=== design 1 ===
$ cat src/rtl/button_event_reader_if.sv
// Event handshake bundle for the button reader.
// Producer drives valid/code, consumer drives ready.
interface button_event_reader_if;
  logic       evt_valid;
  logic [1:0] evt_code;
  logic       evt_ready;

  modport master (
    output evt_valid,
    output evt_code,
    input  evt_ready
  );

  modport slave (
    input  evt_valid,
    input  evt_code,
    output evt_ready
  );
endinterface

$ cat src/rtl/button_event_reader.sv
// Push-button reader: sync, debounce, classify
// press / long / release into a 1-entry event buffer.
module button_event_reader #(
  parameter int DEBOUNCE_CYCLES = 480000,
  parameter int LONG_CYCLES     = 48000000
) (
  input  logic                          int_osc,
  input  logic                          rst,
  input  logic                          btn_n,
  output logic                          pressed,
  output logic                          evt_overflow,
  button_event_reader_if.master         evt
);

  localparam int DW = $clog2(DEBOUNCE_CYCLES);
  localparam int LW = $clog2(LONG_CYCLES);
  localparam logic [DW-1:0] DMAX = DW'(DEBOUNCE_CYCLES - 1);
  localparam logic [LW-1:0] LMAX = LW'(LONG_CYCLES - 1);

  typedef enum logic [2:0] {
    RELEASED,
    PRESS_CHK,
    HELD,
    LONG_HELD,
    RELEASE_CHK
  } state_t;

  state_t        state, state_n;
  logic          sync1, btn_s;
  logic [DW-1:0] dcnt, dcnt_n;
  logic [LW-1:0] lcnt, lcnt_n;
  logic          long_flag, long_n;
  logic          pressed_n;
  logic          emit;
  logic [1:0]    emit_code;
  logic          valid;
  logic [1:0]    code;

  assign evt.evt_valid = valid;
  assign evt.evt_code  = code;

  // Two-flop synchroniser; btn_s is the inverted, active-high level.
  always_ff @(posedge int_osc) begin
    if (rst) begin
      sync1 <= 1'b0;
      btn_s <= 1'b0;
    end else begin
      sync1 <= ~btn_n;
      btn_s <= sync1;
    end
  end

  // Debounce FSM state, counters and debounced level.
  always_ff @(posedge int_osc) begin
    if (rst) begin
      state     <= RELEASED;
      dcnt      <= '0;
      lcnt      <= '0;
      long_flag <= 1'b0;
      pressed   <= 1'b0;
    end else begin
      state     <= state_n;
      dcnt      <= dcnt_n;
      lcnt      <= lcnt_n;
      long_flag <= long_n;
      pressed   <= pressed_n;
    end
  end

  // Next-state, counter updates and event emission.
  always_comb begin
    state_n   = state;
    dcnt_n    = dcnt;
    lcnt_n    = lcnt;
    long_n    = long_flag;
    pressed_n = pressed;
    emit      = 1'b0;
    emit_code = 2'b00;
    unique case (state)
      RELEASED: begin
        if (btn_s) begin
          state_n = PRESS_CHK;
          dcnt_n  = '0;
        end
      end
      PRESS_CHK: begin
        if (!btn_s) begin
          state_n = RELEASED;
          long_n  = 1'b0;
        end else if (dcnt == DMAX) begin
          state_n   = HELD;
          pressed_n = 1'b1;
          lcnt_n    = '0;
          emit      = 1'b1;
          emit_code = 2'b01;
        end else begin
          dcnt_n = dcnt + DW'(1);
        end
      end
      HELD: begin
        if (!btn_s) begin
          state_n = RELEASE_CHK;
          dcnt_n  = '0;
        end else if (lcnt == LMAX) begin
          state_n   = LONG_HELD;
          long_n    = 1'b1;
          emit      = 1'b1;
          emit_code = 2'b10;
        end else begin
          lcnt_n = lcnt + LW'(1);
        end
      end
      LONG_HELD: begin
        if (!btn_s) begin
          state_n = RELEASE_CHK;
          dcnt_n  = '0;
        end
      end
      RELEASE_CHK: begin
        // lcnt is left untouched so a bounce resumes the hold timing.
        if (btn_s) begin
          state_n = long_flag ? LONG_HELD : HELD;
        end else if (dcnt == DMAX) begin
          state_n   = RELEASED;
          pressed_n = 1'b0;
          long_n    = 1'b0;
          emit      = 1'b1;
          emit_code = 2'b11;
        end else begin
          dcnt_n = dcnt + DW'(1);
        end
      end
      default: begin
        state_n = RELEASED;
      end
    endcase
  end

  // One-entry event buffer; a full unaccepted buffer drops new events.
  always_ff @(posedge int_osc) begin
    if (rst) begin
      valid        <= 1'b0;
      code         <= 2'b00;
      evt_overflow <= 1'b0;
    end else if (emit && (!valid || evt.evt_ready)) begin
      valid <= 1'b1;
      code  <= emit_code;
    end else if (emit) begin
      evt_overflow <= 1'b1;
    end else if (valid && evt.evt_ready) begin
      valid <= 1'b0;
    end
  end

endmodule

$ cat src/flat_wrapper.sv
// flat-port wrapper written by rule: the top's interface ports become plain ports
module button_event_reader_flat 
#(
  parameter int DEBOUNCE_CYCLES = 480000,
  parameter int LONG_CYCLES     = 48000000
)
  (int_osc, rst, btn_n, pressed, evt_overflow, evt_evt_valid, evt_evt_code, evt_evt_ready);
  button_event_reader_if evt_i ();
  input  logic int_osc;
  input  logic rst;
  input  logic btn_n;
  output logic pressed;
  output logic evt_overflow;
  output wire logic [$bits(evt_i.evt_valid)-1:0] evt_evt_valid;
  output wire logic [$bits(evt_i.evt_code)-1:0] evt_evt_code;
  input wire logic [$bits(evt_i.evt_ready)-1:0] evt_evt_ready;
  assign evt_evt_valid = evt_i.evt_valid;
  assign evt_evt_code = evt_i.evt_code;
  assign evt_i.evt_ready = evt_evt_ready;
  button_event_reader #(.DEBOUNCE_CYCLES(DEBOUNCE_CYCLES), .LONG_CYCLES(LONG_CYCLES)) u_core (.int_osc(int_osc), .rst(rst), .btn_n(btn_n), .pressed(pressed), .evt_overflow(evt_overflow), .evt(evt_i));
endmodule
$ cat config.mk
export PLATFORM = sky130hd
export DESIGN_NAME = button_event_reader_flat
export DESIGN_NICKNAME = d
export VERILOG_FILES = /design/src/rtl/button_event_reader_if.sv /design/src/rtl/button_event_reader.sv /design/src/flat_wrapper.sv
export SDC_FILE = /design/constraint.sdc
export NUM_CORES = 1
export LEC_CHECK = 0
export CAP_MARGIN = 25
export CORE_ASPECT_RATIO = 1.2
export CORE_MARGIN = 10
export CORE_UTILIZATION = 65
export DETAILED_ROUTE_END_ITERATION = 8
export MAX_ROUTING_LAYER = met4
export PLACE_DENSITY = 0.92
export SLEW_MARGIN = 20
export SYNTH_ARGS = -nofsm -noshare
export SYNTH_HDL_FRONTEND = slang
export SYNTH_SLANG_ARGS = --single-unit
$ cat constraint.sdc
create_clock -name int_osc -period 7.7 [get_ports int_osc]
set_input_delay 1.54 -clock int_osc [delete_from_list [all_inputs] [get_ports int_osc]]
set_output_delay 1.54 -clock int_osc [all_outputs]
set_load 0.02 [all_outputs]
=== design 2 ===
$ cat src/rtl/s2_demux.sv
// rtl/s2_demux.sv - registered 1-to-4 demultiplexer with S2 select and per-channel valid/ready
module s2_demux #(
  parameter int N     = 1,
  parameter int CNT_W = 8
) (
  input  logic             i_clk,
  input  logic             i_clr,
  input  logic [N-1:0]     i_din,
  input  logic             i_in_valid,
  output logic             o_in_ready,
  input  logic             i_a1,
  input  logic             i_b1,
  input  logic             i_a0,
  input  logic             i_b0,
  output logic [N-1:0]     o_q0,
  output logic [N-1:0]     o_q1,
  output logic [N-1:0]     o_q2,
  output logic [N-1:0]     o_q3,
  output logic [3:0]       o_q_valid,
  input  logic [3:0]       i_q_ready,
  output logic [CNT_W-1:0] o_xfer_cnt
);

  logic [1:0]       w_sel;
  logic             w_accept;
  logic [3:0]       w_hs;
  logic [2:0]       w_hs_cnt;
  logic [N-1:0]     r_q [4];
  logic [3:0]       r_q_valid;
  logic [CNT_W-1:0] r_xfer_cnt;

  // Select decode, input readiness and per-channel handshake detection
  always_comb begin
    w_sel      = {i_a1 | i_b1, i_a0 & i_b0};
    o_in_ready = i_clr & (~r_q_valid[w_sel] | i_q_ready[w_sel]);
    w_accept   = i_in_valid & o_in_ready;
    w_hs       = r_q_valid & i_q_ready;
    w_hs_cnt   = {2'b00, w_hs[0]} + {2'b00, w_hs[1]} + {2'b00, w_hs[2]} + {2'b00, w_hs[3]};
  end

  // Channel registers: a load into a channel wins over its same-cycle drain
  always_ff @(posedge i_clk) begin
    if (!i_clr) begin
      for (int k = 0; k < 4; k++) begin
        r_q[k] <= '0;
      end
      r_q_valid  <= 4'b0000;
      r_xfer_cnt <= '0;
    end else begin
      for (int k = 0; k < 4; k++) begin
        if (w_accept && (w_sel == 2'(k))) begin
          r_q[k]       <= i_din;
          r_q_valid[k] <= 1'b1;
        end else if (w_hs[k]) begin
          r_q_valid[k] <= 1'b0;
        end
      end
      r_xfer_cnt <= r_xfer_cnt + CNT_W'(w_hs_cnt);
    end
  end

  assign o_q0       = r_q[0];
  assign o_q1       = r_q[1];
  assign o_q2       = r_q[2];
  assign o_q3       = r_q[3];
  assign o_q_valid  = r_q_valid;
  assign o_xfer_cnt = r_xfer_cnt;

endmodule

$ cat config.mk
export PLATFORM = sky130hd
export DESIGN_NAME = s2_demux
export DESIGN_NICKNAME = d
export VERILOG_FILES = /design/src/rtl/s2_demux.sv
export SDC_FILE = /design/constraint.sdc
export NUM_CORES = 1
export LEC_CHECK = 0
export ABC_AREA = 0
export CAP_MARGIN = 20
export CORE_MARGIN = 4
export CORE_UTILIZATION = 38
export DETAILED_ROUTE_END_ITERATION = 12
export GPL_ROUTABILITY_DRIVEN = 0
export HOLD_SLACK_MARGIN = 0.05
export PLACE_DENSITY = 0.73
export SETUP_SLACK_MARGIN = 0.02
export SYNTH_ARGS = -nofsm -noshare
export SYNTH_HDL_FRONTEND = slang
export SYNTH_SLANG_ARGS = --single-unit
export TNS_END_PERCENT = 1
$ cat constraint.sdc
create_clock -name i_clk -period 2.3 [get_ports i_clk]
set_input_delay 0.46 -clock i_clk [delete_from_list [all_inputs] [get_ports i_clk]]
set_output_delay 0.46 -clock i_clk [all_outputs]
set_load 0.01 [all_outputs]
Design 2, metal 2:
Scale bar: 20 um.
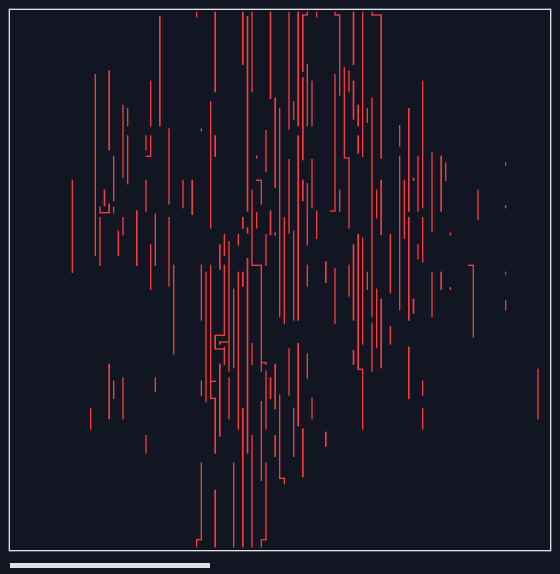
- nets with wire on the layer: 124
- wire length on this layer: 944 um
- share of all routed wire: 50%

Design 2, wiring heat map:
Scale bar: 20 um. 11 x 11 tiles, from dark purple (low) to yellow (high), scaled to the fullest tile. Values are wire area over tile area, all layers added.
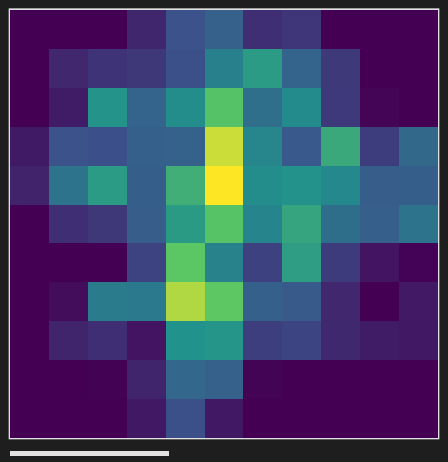
- fullest tile: 0.45
- tiles over half the peak: 15%
- nearly empty tiles: 30%
- mean over tiles: 0.10
- emptiest ninth of the die: south-east
vias post-DR: 702
GRT Overall Usage: 15.5%

==> flow_summary.json, design 2 <==
{
  "period_minus_slack_ns": 2.25,
  "grtUsageMet2_pct": 23.6,
  "synthFlopType": "dfxtp_1",
  "run_status": "finished clean",
  "common_cells": "15 x dfxtp_1, 10 x nand2_1, 8 x and2_1",
  "setup-tns-final_ns": 0,
  "grt_setup_unrepaired": "yes",
  "r2r-start": "o_q_valid[2]$_SDFFE_PN0P_",
  "lay_top_cells": "22 x clkdlybuf4s50_1, 15 x dfxtp_1, 10 x nand2_1, 10 x buf_4, 8 x and2_1",
  "rr_endpoint": "o_xfer_cnt[4]$_SDFF_PN0_",
  "edf_count": 1,
  "taps": 27,
  "p_sw_uw": 136,
  "htreeDepth": 1,
  "cts_tree": "done"
}
Design 1, signal wires on met3:
Scale bar: 20 um.
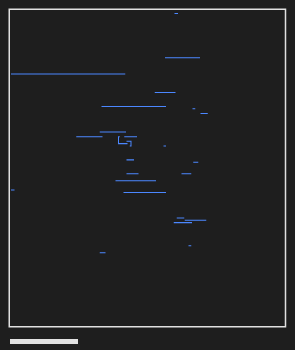
- nets with wire on the layer: 17
- main direction: horizontal
- share of all routed wire: 2.5%
- longest straight run: 33.1 um
- wire length on this layer: 144 um

==> flow_summary.json, design 1 <==
{
  "slowest_stage": "clkdlybuf4s50_1",
  "setup-tns-final_ns": 0,
  "grt_setup_unrepaired": "no",
  "design_area_um2": 3010,
  "wl_per_cell_um": 14.5,
  "clk_latency_ns": 0.32,
  "run_status": "finished clean",
  "core_um2": 4260,
  "top_cells_by_area": "dfxtp_1 39%, nor2_1 6.6%, xnor2_1 5.8%",
  "relSlewSlack_pct": 47.8,
  "regArea_um2": 1120,
  "vdd_drop_max_mv": 0.0955,
  "xor_share_pct": 11.1,
  "top_regs": "u_core.lcnt x26, u_core.dcnt x19, u_core.state x3",
  "swShare_pct": 23.7,
  "postRouteAntennaNets": 0,
  "fp-row-count": 26,
  "required_ns": 7.93,
  "yosys_area_um2": 2850,
  "cts_tree": "done",
  "dominant_cells": "logic gates",
  "leakage_nw": 0.952,
  "clk-power_uw": 171,
  "pin_count": 9,
  "clock_buffers": 5,
  "signal_buffers": 8,
  "die-width_um": 80.4,
  "ff_count": 56,
  "route.met2.wl_um": 3030,
  "drt-total-wl_um": 5760,
  "drv_slew": 0,
  "gr-usage-met1_pct": 18.6,
  "layout_top_cell": "dfxtp_1",
  "buf_share_pct": 2.66,
  "post_cts_resized": 0,
  "crit_chain": "clkdlybuf4s50_1, or2_2, a311oi_1",
  "maxCapViolations": 0,
  "muxShareOfSynthArea_pct": 1.45,
  "min_path_cells": 1,
  "cts.hold.buffers_added": 0,
  "taps": 56,
  "rr_endpoint": "u_core.dcnt[18]$_SDFFE_PP0P_"
}

=== design 3 ===
Design 3, signal wires on met3:
Scale bar: 20 um.
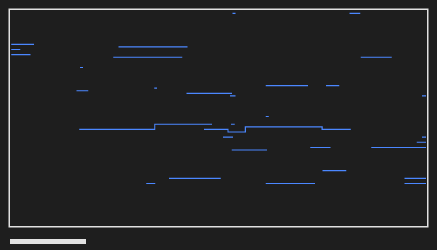

==> src/rtl/lcd_pkg.sv <==
// Shared encodings for the LCD command dispatcher: image command codes and
// the dispatch state enum, also exported on the state_dbg port.
package lcd_pkg;

  localparam int CMD_W = 3;

  localparam logic [CMD_W-1:0] CMD_WRITE = 3'd0;
  localparam logic [CMD_W-1:0] CMD_UP    = 3'd1;
  localparam logic [CMD_W-1:0] CMD_DOWN  = 3'd2;
  localparam logic [CMD_W-1:0] CMD_LEFT  = 3'd3;
  localparam logic [CMD_W-1:0] CMD_RIGHT = 3'd4;
  localparam logic [CMD_W-1:0] CMD_AVG   = 3'd5;
  localparam logic [CMD_W-1:0] CMD_MIRX  = 3'd6;
  localparam logic [CMD_W-1:0] CMD_MIRY  = 3'd7;

  typedef enum logic [2:0] {
    WAIT_RDY,
    ISSUE,
    WAIT_HI,
    WAIT_LO,
    DONE_WAIT,
    DONE
  } dispatch_state_e;

endpackage

==> src/rtl/lcd_cmd_fifo.sv <==
// Synchronous FIFO with an occupancy count and a flush that empties it in one cycle.
// Pushes while full and pops while empty are dropped. Flush wins over push and pop.
module lcd_cmd_fifo #(
  parameter int DEPTH = 8,
  parameter int WIDTH = 3
) (
  input  logic                   clk,
  input  logic                   reset,
  input  logic                   push,
  input  logic [WIDTH-1:0]       wdata,
  input  logic                   pop,
  input  logic                   flush,
  output logic [WIDTH-1:0]       rdata,
  output logic [$clog2(DEPTH):0] count,
  output logic                   empty
);

  localparam int AW = $clog2(DEPTH);
  localparam logic [AW:0] FULL_CNT = DEPTH[AW:0];

  logic [WIDTH-1:0] mem [DEPTH];
  logic [AW-1:0]    wr_ptr;
  logic [AW-1:0]    rd_ptr;
  logic             full;
  logic             do_push;
  logic             do_pop;

  assign empty   = (count == '0);
  assign full    = (count == FULL_CNT);
  assign do_push = push && !full && !flush;
  assign do_pop  = pop && !empty && !flush;
  assign rdata   = mem[rd_ptr];

  always_ff @(posedge clk) begin
    if (do_push) mem[wr_ptr] <= wdata;
  end

  // Pointers wrap naturally because DEPTH is a power of two.
  always_ff @(posedge clk or negedge reset) begin
    if (!reset) begin
      wr_ptr <= '0;
      rd_ptr <= '0;
      count  <= '0;
    end else if (flush) begin
      wr_ptr <= '0;
      rd_ptr <= '0;
      count  <= '0;
    end else begin
      if (do_push) wr_ptr <= wr_ptr + 1'b1;
      if (do_pop)  rd_ptr <= rd_ptr + 1'b1;
      case ({do_push, do_pop})
        2'b10:   count <= count + 1'b1;
        2'b01:   count <= count - 1'b1;
        default: ;
      endcase
    end
  end

endmodule

==> src/rtl/lcd_cmd_dispatch.sv <==
// Queues host image commands and issues them one at a time to the LCD controller,
// holding cmd through each busy period; flags busy timeouts and image completion.
module lcd_cmd_dispatch
  import lcd_pkg::*;
#(
  parameter int DEPTH   = 8,
  parameter int TIMEOUT = 127
) (
  input  logic                   clk,
  input  logic                   reset,
  input  logic [CMD_W-1:0]       host_cmd,
  input  logic                   host_valid,
  output logic                   host_ready,
  output logic [CMD_W-1:0]       cmd,
  output logic                   cmd_valid,
  input  logic                   busy,
  input  logic                   done,
  output logic [$clog2(DEPTH):0] fifo_count,
  output logic [7:0]             issued_cnt,
  output logic                   image_done,
  output logic                   err,
  output dispatch_state_e        state_dbg
);

  localparam int CW = $clog2(DEPTH) + 1;
  localparam int TW = $clog2(TIMEOUT + 1);
  localparam logic [CW-1:0] FULL_CNT = DEPTH[CW-1:0];
  localparam logic [TW-1:0] TO_LAST  = TW'(TIMEOUT - 1);

  // Handshakes: a host push happens on any edge where host_valid && host_ready;
  // cmd_valid is a one-cycle strobe with no back-pressure, after which the
  // controller answers with a busy pulse, and cmd stays put until the next issue.
  dispatch_state_e  state;
  logic             hi_cnt;
  logic [TW-1:0]    lo_cnt;
  logic [CMD_W-1:0] head;
  logic             fifo_empty;
  logic             push;
  logic             pop;
  logic             flush;
  logic [CW-1:0]    count_next;
  logic             host_ready_next;

  assign push  = host_valid && host_ready;
  assign pop   = (state == WAIT_RDY) && !busy && !fifo_empty;
  // done may arrive together with busy falling after a write; both paths flush.
  assign flush = done && ((state == DONE_WAIT) ||
                          ((state == WAIT_LO) && !busy && (cmd == CMD_WRITE)));

  // host_ready is registered, so it is computed from next-cycle occupancy and state.
  assign count_next      = flush ? '0 : fifo_count + CW'(push) - CW'(pop);
  assign host_ready_next = !flush && (state != DONE) && (count_next != FULL_CNT);
  assign state_dbg       = state;

  lcd_cmd_fifo #(
    .DEPTH (DEPTH),
    .WIDTH (CMD_W)
  ) u_fifo (
    .clk   (clk),
    .reset (reset),
    .push  (push),
    .wdata (host_cmd),
    .pop   (pop),
    .flush (flush),
    .rdata (head),
    .count (fifo_count),
    .empty (fifo_empty)
  );

  always_ff @(posedge clk or negedge reset) begin
    if (!reset) begin
      state      <= WAIT_RDY;
      cmd        <= '0;
      cmd_valid  <= 1'b0;
      issued_cnt <= '0;
      image_done <= 1'b0;
      err        <= 1'b0;
      host_ready <= 1'b0;
      hi_cnt     <= 1'b0;
      lo_cnt     <= '0;
    end else begin
      cmd_valid  <= 1'b0;
      host_ready <= host_ready_next;
      case (state)
        WAIT_RDY: begin
          if (pop) begin
            state     <= ISSUE;
            cmd       <= head;
            cmd_valid <= 1'b1;
            if (issued_cnt != 8'hFF) issued_cnt <= issued_cnt + 1'b1;
          end
        end
        ISSUE: begin
          state  <= WAIT_HI;
          hi_cnt <= 1'b0;
        end
        WAIT_HI: begin
          if (busy) begin
            state  <= WAIT_LO;
            lo_cnt <= '0;
          end else if (hi_cnt) begin
            err   <= 1'b1;
            state <= WAIT_RDY;
          end else begin
            hi_cnt <= 1'b1;
          end
        end
        WAIT_LO: begin
          if (!busy) begin
            if (cmd != CMD_WRITE) begin
              state <= WAIT_RDY;
            end else if (done) begin
              image_done <= 1'b1;
              state      <= DONE;
            end else begin
              state <= DONE_WAIT;
            end
          end else if (lo_cnt == TO_LAST) begin
            err   <= 1'b1;
            state <= WAIT_RDY;
          end else begin
            lo_cnt <= lo_cnt + 1'b1;
          end
        end
        DONE_WAIT: begin
          if (done) begin
            image_done <= 1'b1;
            state      <= DONE;
          end
        end
        DONE:    ;
        default: state <= WAIT_RDY;
      endcase
    end
  end

endmodule

==> config.mk <==
export PLATFORM = sky130hd
export DESIGN_NAME = lcd_cmd_dispatch
export DESIGN_NICKNAME = d
export VERILOG_FILES = /design/src/rtl/lcd_pkg.sv /design/src/rtl/lcd_cmd_fifo.sv /design/src/rtl/lcd_cmd_dispatch.sv
export SDC_FILE = /design/constraint.sdc
export NUM_CORES = 1
export LEC_CHECK = 0
export ABC_AREA = 1
export CAP_MARGIN = 20
export CORE_ASPECT_RATIO = 0.5
export CORE_MARGIN = 2
export CORE_UTILIZATION = 55
export CTS_CLUSTER_DIAMETER = 50
export DETAILED_ROUTE_END_ITERATION = 6
export GPL_ROUTABILITY_DRIVEN = 0
export MAX_ROUTING_LAYER = met4
export PLACE_DENSITY = 0.77
export SYNTH_ARGS = -nofsm -noshare
export SYNTH_HDL_FRONTEND = slang
export SYNTH_SLANG_ARGS = --single-unit
==> constraint.sdc <==
create_clock -name clk -period 6.9 [get_ports clk]
set_input_delay 0.69 -clock clk [delete_from_list [all_inputs] [get_ports clk]]
set_output_delay 0.69 -clock clk [all_outputs]
set_load 0.02 [all_outputs]
=== design 4 ===
### src/rtl/fsquare_seq.sv
// rtl/fsquare_seq.sv - multi-cycle single-precision squarer, y = x*x
// Shift-add mantissa multiply (one multiplier bit per cycle), valid/ready on both sides.
module fsquare_seq #(
  parameter int MANT_W = 24
) (
  input  logic        clk,
  input  logic        rst,
  input  logic [31:0] x,
  input  logic        in_valid,
  output logic        in_ready,
  output logic [31:0] y,
  output logic        exception,
  output logic        out_valid,
  input  logic        out_ready
);

  typedef enum logic [1:0] {IDLE, MUL, ROUND, DONE} state_t;

  state_t      state_q, state_d;
  logic [31:0] x_q, x_d;
  logic        special_q, special_d;
  logic [47:0] mcand_q, mcand_d;
  logic [23:0] mplier_q, mplier_d;
  logic [47:0] acc_q, acc_d;
  logic [4:0]  cnt_q, cnt_d;
  logic [31:0] y_q, y_d;
  logic        exc_q, exc_d;
  logic        out_valid_q, out_valid_d;

  logic               p_hi, guard, sticky, inc;
  logic [22:0]        frac;
  logic [23:0]        frac_rnd;
  logic signed [10:0] er, er_rnd;
  logic [31:0]        res_y;
  logic               res_exc;

  // Normalise, round-to-nearest-even and range-check the finished product.
  always_comb begin
    p_hi     = acc_q[47];
    frac     = p_hi ? acc_q[46:24] : acc_q[45:23];
    guard    = p_hi ? acc_q[23] : acc_q[22];
    sticky   = p_hi ? (|acc_q[22:0]) : (|acc_q[21:0]);
    er       = $signed({2'b00, x_q[30:23], 1'b0}) - 11'sd127 + (p_hi ? 11'sd1 : 11'sd0);
    inc      = guard & (sticky | frac[0]);
    frac_rnd = {1'b0, frac} + {23'd0, inc};
    er_rnd   = er + (frac_rnd[23] ? 11'sd1 : 11'sd0);
    res_y    = 32'h0000_0000;
    res_exc  = 1'b0;
    if (special_q) begin
      if (x_q[30:23] == 8'hFF) begin
        if (x_q[22:0] != 23'd0) begin
          res_y   = {x_q[31], 8'hFF, 1'b1, x_q[21:0]};
          res_exc = 1'b1;
        end else begin
          res_y = 32'h7F80_0000;
        end
      end
    end else if (er <= 11'sd0) begin
      res_y = 32'h0000_0000;
    end else if (er_rnd >= 11'sd255) begin
      res_y   = 32'h7F80_0000;
      res_exc = 1'b1;
    end else begin
      res_y = {1'b0, er_rnd[7:0], frac_rnd[22:0]};
    end
  end

  always_comb begin
    state_d     = state_q;
    x_d         = x_q;
    special_d   = special_q;
    mcand_d     = mcand_q;
    mplier_d    = mplier_q;
    acc_d       = acc_q;
    cnt_d       = cnt_q;
    y_d         = y_q;
    exc_d       = exc_q;
    out_valid_d = out_valid_q;
    case (state_q)
      IDLE: begin
        if (in_valid) begin
          x_d       = x;
          special_d = (x[30:23] == 8'hFF) || (x[30:23] == 8'h00);
          mcand_d   = {24'd0, 1'b1, x[22:0]};
          mplier_d  = {1'b1, x[22:0]};
          acc_d     = 48'd0;
          cnt_d     = 5'd0;
          state_d   = special_d ? ROUND : MUL;
        end
      end
      MUL: begin
        if (mplier_q[0]) acc_d = acc_q + mcand_q;
        mcand_d  = {mcand_q[46:0], 1'b0};
        mplier_d = {1'b0, mplier_q[23:1]};
        cnt_d    = cnt_q + 5'd1;
        if (cnt_q == 5'(MANT_W - 1)) state_d = ROUND;
      end
      ROUND: begin
        y_d         = res_y;
        exc_d       = res_exc;
        out_valid_d = 1'b1;
        state_d     = DONE;
      end
      DONE: begin
        if (out_ready) begin
          out_valid_d = 1'b0;
          state_d     = IDLE;
        end
      end
      default: state_d = IDLE;
    endcase
  end

  always_ff @(posedge clk or posedge rst) begin
    if (rst) begin
      state_q     <= IDLE;
      x_q         <= 32'd0;
      special_q   <= 1'b0;
      mcand_q     <= 48'd0;
      mplier_q    <= 24'd0;
      acc_q       <= 48'd0;
      cnt_q       <= 5'd0;
      y_q         <= 32'd0;
      exc_q       <= 1'b0;
      out_valid_q <= 1'b0;
    end else begin
      state_q     <= state_d;
      x_q         <= x_d;
      special_q   <= special_d;
      mcand_q     <= mcand_d;
      mplier_q    <= mplier_d;
      acc_q       <= acc_d;
      cnt_q       <= cnt_d;
      y_q         <= y_d;
      exc_q       <= exc_d;
      out_valid_q <= out_valid_d;
    end
  end

  assign in_ready  = (state_q == IDLE);
  assign y         = y_q;
  assign exception = exc_q;
  assign out_valid = out_valid_q;

endmodule

### config.mk
export PLATFORM = sky130hd
export DESIGN_NAME = fsquare_seq
export DESIGN_NICKNAME = d
export VERILOG_FILES = /design/src/rtl/fsquare_seq.sv
export SDC_FILE = /design/constraint.sdc
export NUM_CORES = 1
export LEC_CHECK = 0
export ABC_CLOCK_PERIOD_IN_PS = 18500
export CORE_ASPECT_RATIO = 0.7
export CORE_UTILIZATION = 48
export CTS_CLUSTER_DIAMETER = 100
export DETAILED_ROUTE_END_ITERATION = 16
export PLACE_DENSITY = 0.67
export SKIP_LAST_GASP = 1
export SLEW_MARGIN = 10
export SYNTH_ARGS = -nofsm -noshare
export SYNTH_HDL_FRONTEND = slang
export SYNTH_SLANG_ARGS = --single-unit
### constraint.sdc
create_clock -name clk -period 18.5 [get_ports clk]
set_clock_uncertainty 0.15 [all_clocks]
set_input_delay 3.7 -clock clk [delete_from_list [all_inputs] [get_ports clk]]
set_output_delay 3.7 -clock clk [all_outputs]
set_load 0.05 [all_outputs]
Design 4, metal 2:
Scale bar: 50 um.
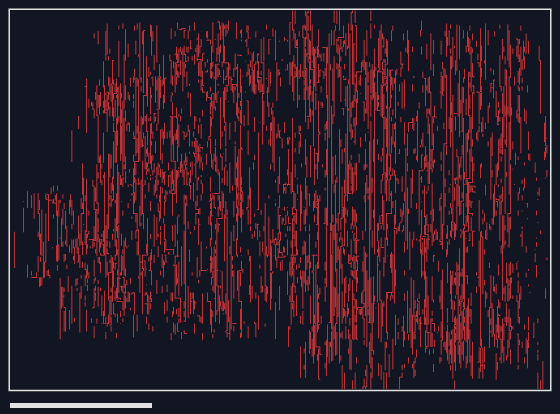
- wire length on this layer: 12500 um
- longest straight run: 63.9 um
- main direction: vertical
vias post-DR: 9925
final wirelength: 31500 um

==> flow_summary.json, design 4 <==
{
  "regToRegSetupSlack_ns": 13.40,
  "reg2reg_depth": 17,
  "syn_area_um2": 11900,
  "run_status": "finished clean",
  "top_power_group": "combinational cells",
  "ys.flops": 194,
  "lay_top_cells": "193 x dfrtp_1, 178 x nand2_1, 124 x a21oi_1, 111 x o21ai_0, 84 x nor2_1",
  "final_layout_size_suffix_gt1_share_pct": 7.17,
  "clkTransAtPathRegs_ns": 0.07,
  "critPathCapture": "acc_q[29]$_DFFE_PP0P_",
  "crit_path_start": "in_valid",
  "pin_count": 71,
  "pre_cts_ws_ns": 11.90,
  "synth_seq_share_pct": 40.7,
  "syn_inst": 1324,
  "place.gp.congestion": 0.896,
  "grtUsageMet2_pct": 33.7,
  "comb-power_mw": 1.22,
  "cp.arrival_ns": 6.41,
  "track_usage_pct": 25.5,
  "globalRouteMet3Util_pct": 4.81,
  "dominant_cells": "logic gates",
  "cp_max_fo": 41,
  "critical-path-top-delay-family": "simple AND/OR/NAND/NOR gates",
  "drv_slew": 0,
  "rr_endpoint": "y[4]$_DFFE_PP0P_",
  "edf_count": 0,
  "worst_setup_path_start_kind": "input pin",
  "setup-violations-final": 0,
  "max_freq_mhz": 162,
  "chipArea_um2": 25500,
  "postRouteAntennaNets": 0,
  "place_inst": 1638,
  "period_used_pct": 33.4,
  "n_antenna_cell": 0,
  "powerSeq_uw": 825,
  "crit_chain": "clkdlybuf4s50_1, nand2b_1, and2_1, nand2_1, buf_4, or4_1, nand3_1",
  "die_y_um": 134,
  "top_regs": "acc_q x48, mcand_q x48",
  "post_cts_resized": 0,
  "regArea_um2": 4860,
  "yosysTopAreaCellShare_pct": 40.7,
  "maxCapViolations": 0
}
Design 3, metal 2:
Scale bar: 20 um.
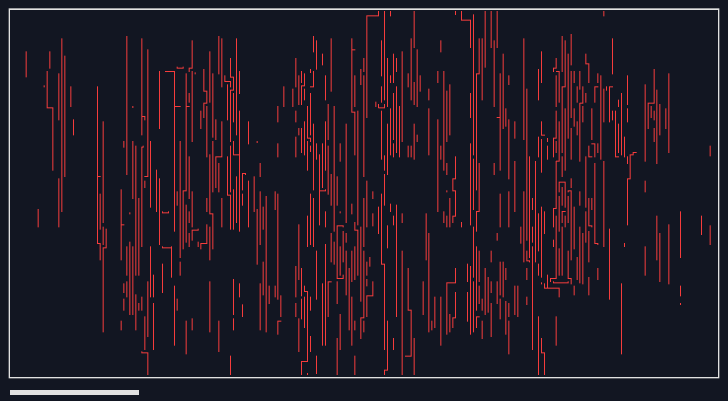
- share of all routed wire: 47%
- nets with wire on the layer: 301

Notes on 'signal wires on met3' of design 3 above:
- longest straight run: 20.2 um
- wire length on this layer: 246 um
- main direction: horizontal
grt met3 use: 6.51%
vias post-DR: 2252
final wirelength: 6000 um

==> flow_summary.json, design 3 <==
{
  "run_status": "finished clean",
  "ys_types": 36,
  "lay_top_cells": "57 x nand2_1, 44 x nor2_1, 36 x dfrtp_1, 28 x clkdlybuf4s50_1, 27 x o21ai_0",
  "syn2layout_area_growth_pct": 17.1,
  "comb-power_uw": 651,
  "antenna_found_initial": 0,
  "drv_slew": 0,
  "nNetsFinal": 379,
  "critical-path-top-delay-family": "adder cells",
  "required_ns": 7.13,
  "grt_pass1_vias": 2316,
  "rr_endpoint": "host_ready$_DFF_PN0_",
  "comb_area_um2": 1310,
  "regArea_um2": 1620,
  "post_cts_resized": 0,
  "met1_length_um": 2820,
  "slowest_delay_ns": 0.64,
  "leakage_nw": 1.58,
  "crit_path_start": "busy",
  "crit_chain": "clkdlybuf4s50_1, inv_1, nand2_1, nor2_1, ha_1, inv_1, ha_1, fa_1, a211oi_1, o211ai_1, nor2_1, nor2_1",
  "cts_max_path_buffers": 2,
  "gr-total-overflow": 0,
  "period_used_pct": 40.8,
  "vdd_drop_max_mv": 0.184,
  "cts_tree": "done",
  "postRouteAntennaNets": 0,
  "largest_area_cell": "dfrtp_1",
  "top_regs": "u_fifo.mem x24, issued_cnt x8, lo_cnt x7",
  "warnings": 28,
  "fin_cells": 434,
  "final_layout_size_suffix_gt1_share_pct": 11.6,
  "common_cells": "57 x nand2_1, 44 x nor2_1, 36 x dfrtp_1",
  "seq_share_pct": 44.8,
  "powerSeq_uw": 571,
  "setup-violations-final": 0,
  "signal_buffers": 29,
  "cts_inserted_buffers": 9,
  "route.met3.wl_um": 246,
  "most_common_cell": "nand2_1",
  "fp-row-count": 19,
  "power.total_mw": 1.54,
  "fp_nets": 347,
  "critPathCapture": "host_ready$_DFF_PN0_",
  "simple_gate_share_pct": 22.2,
  "regToRegSetupSlack_ns": 4.37,
  "buf_share_pct": 7.89,
  "n_antenna_cell": 0,
  "path_buffers": 3,
  "reg2reg_depth": 13,
  "p_sw_uw": 646,
  "gr-usage-met1_pct": 28.4,
  "xor_share_pct": 3.69,
  "cts.hold.buffers_added": 0,
  "track_usage_pct": 22.9,
  "place_inst": 418,
  "post_cts_buffers": 0,
  "ys_sh_adder_pct": 6.56,
  "swShare_pct": 42.0,
  "cp_max_fo": 8,
  "ys.flops": 60,
  "syn_inst": 324,
  "pre_cts_ws_ns": 3.75
}

==> screenshots <==
Metal 1.
shot_01.png
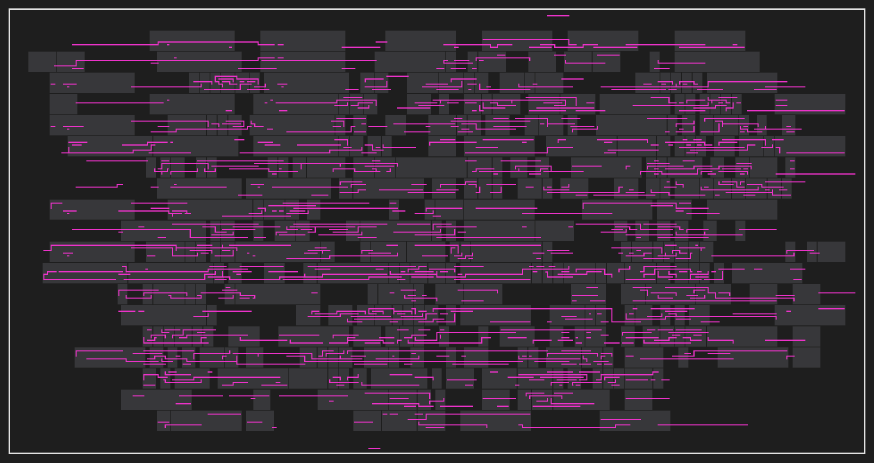
shot_02.png
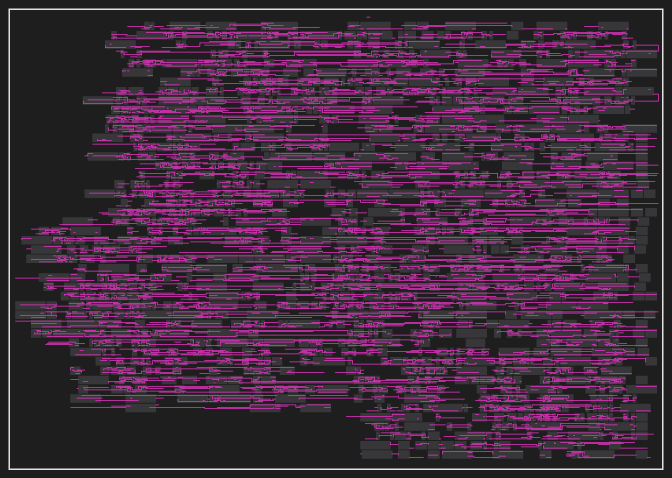
shot_02.png comes from design 4.
shot_01.png comes from design 3.

Key to shot_01.png:
- nets with wire on the layer: 348
- main direction: horizontal
- wire length on this layer: 2820 um
- share of all routed wire: 47%
- longest straight run: 28.1 um



==> gallery <==
The clock network.
panel A
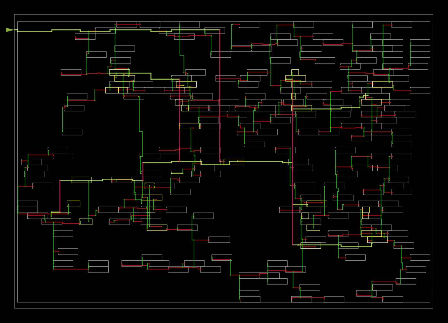
panel B
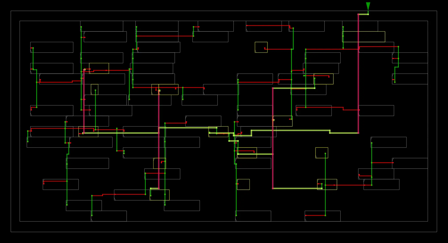
panel C
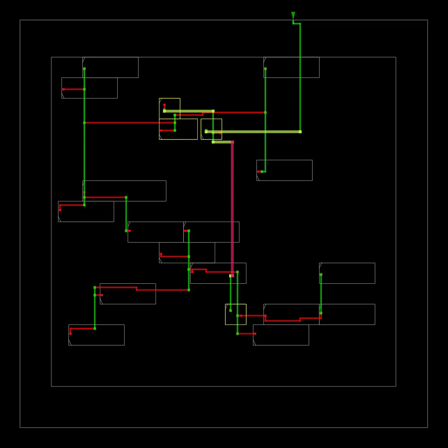
Of these, most clock buffers: panel A
Of these, fewest sequential cells: panel C
For design 4, see panel A.
For design 2, see panel C.
For design 3, see panel B.

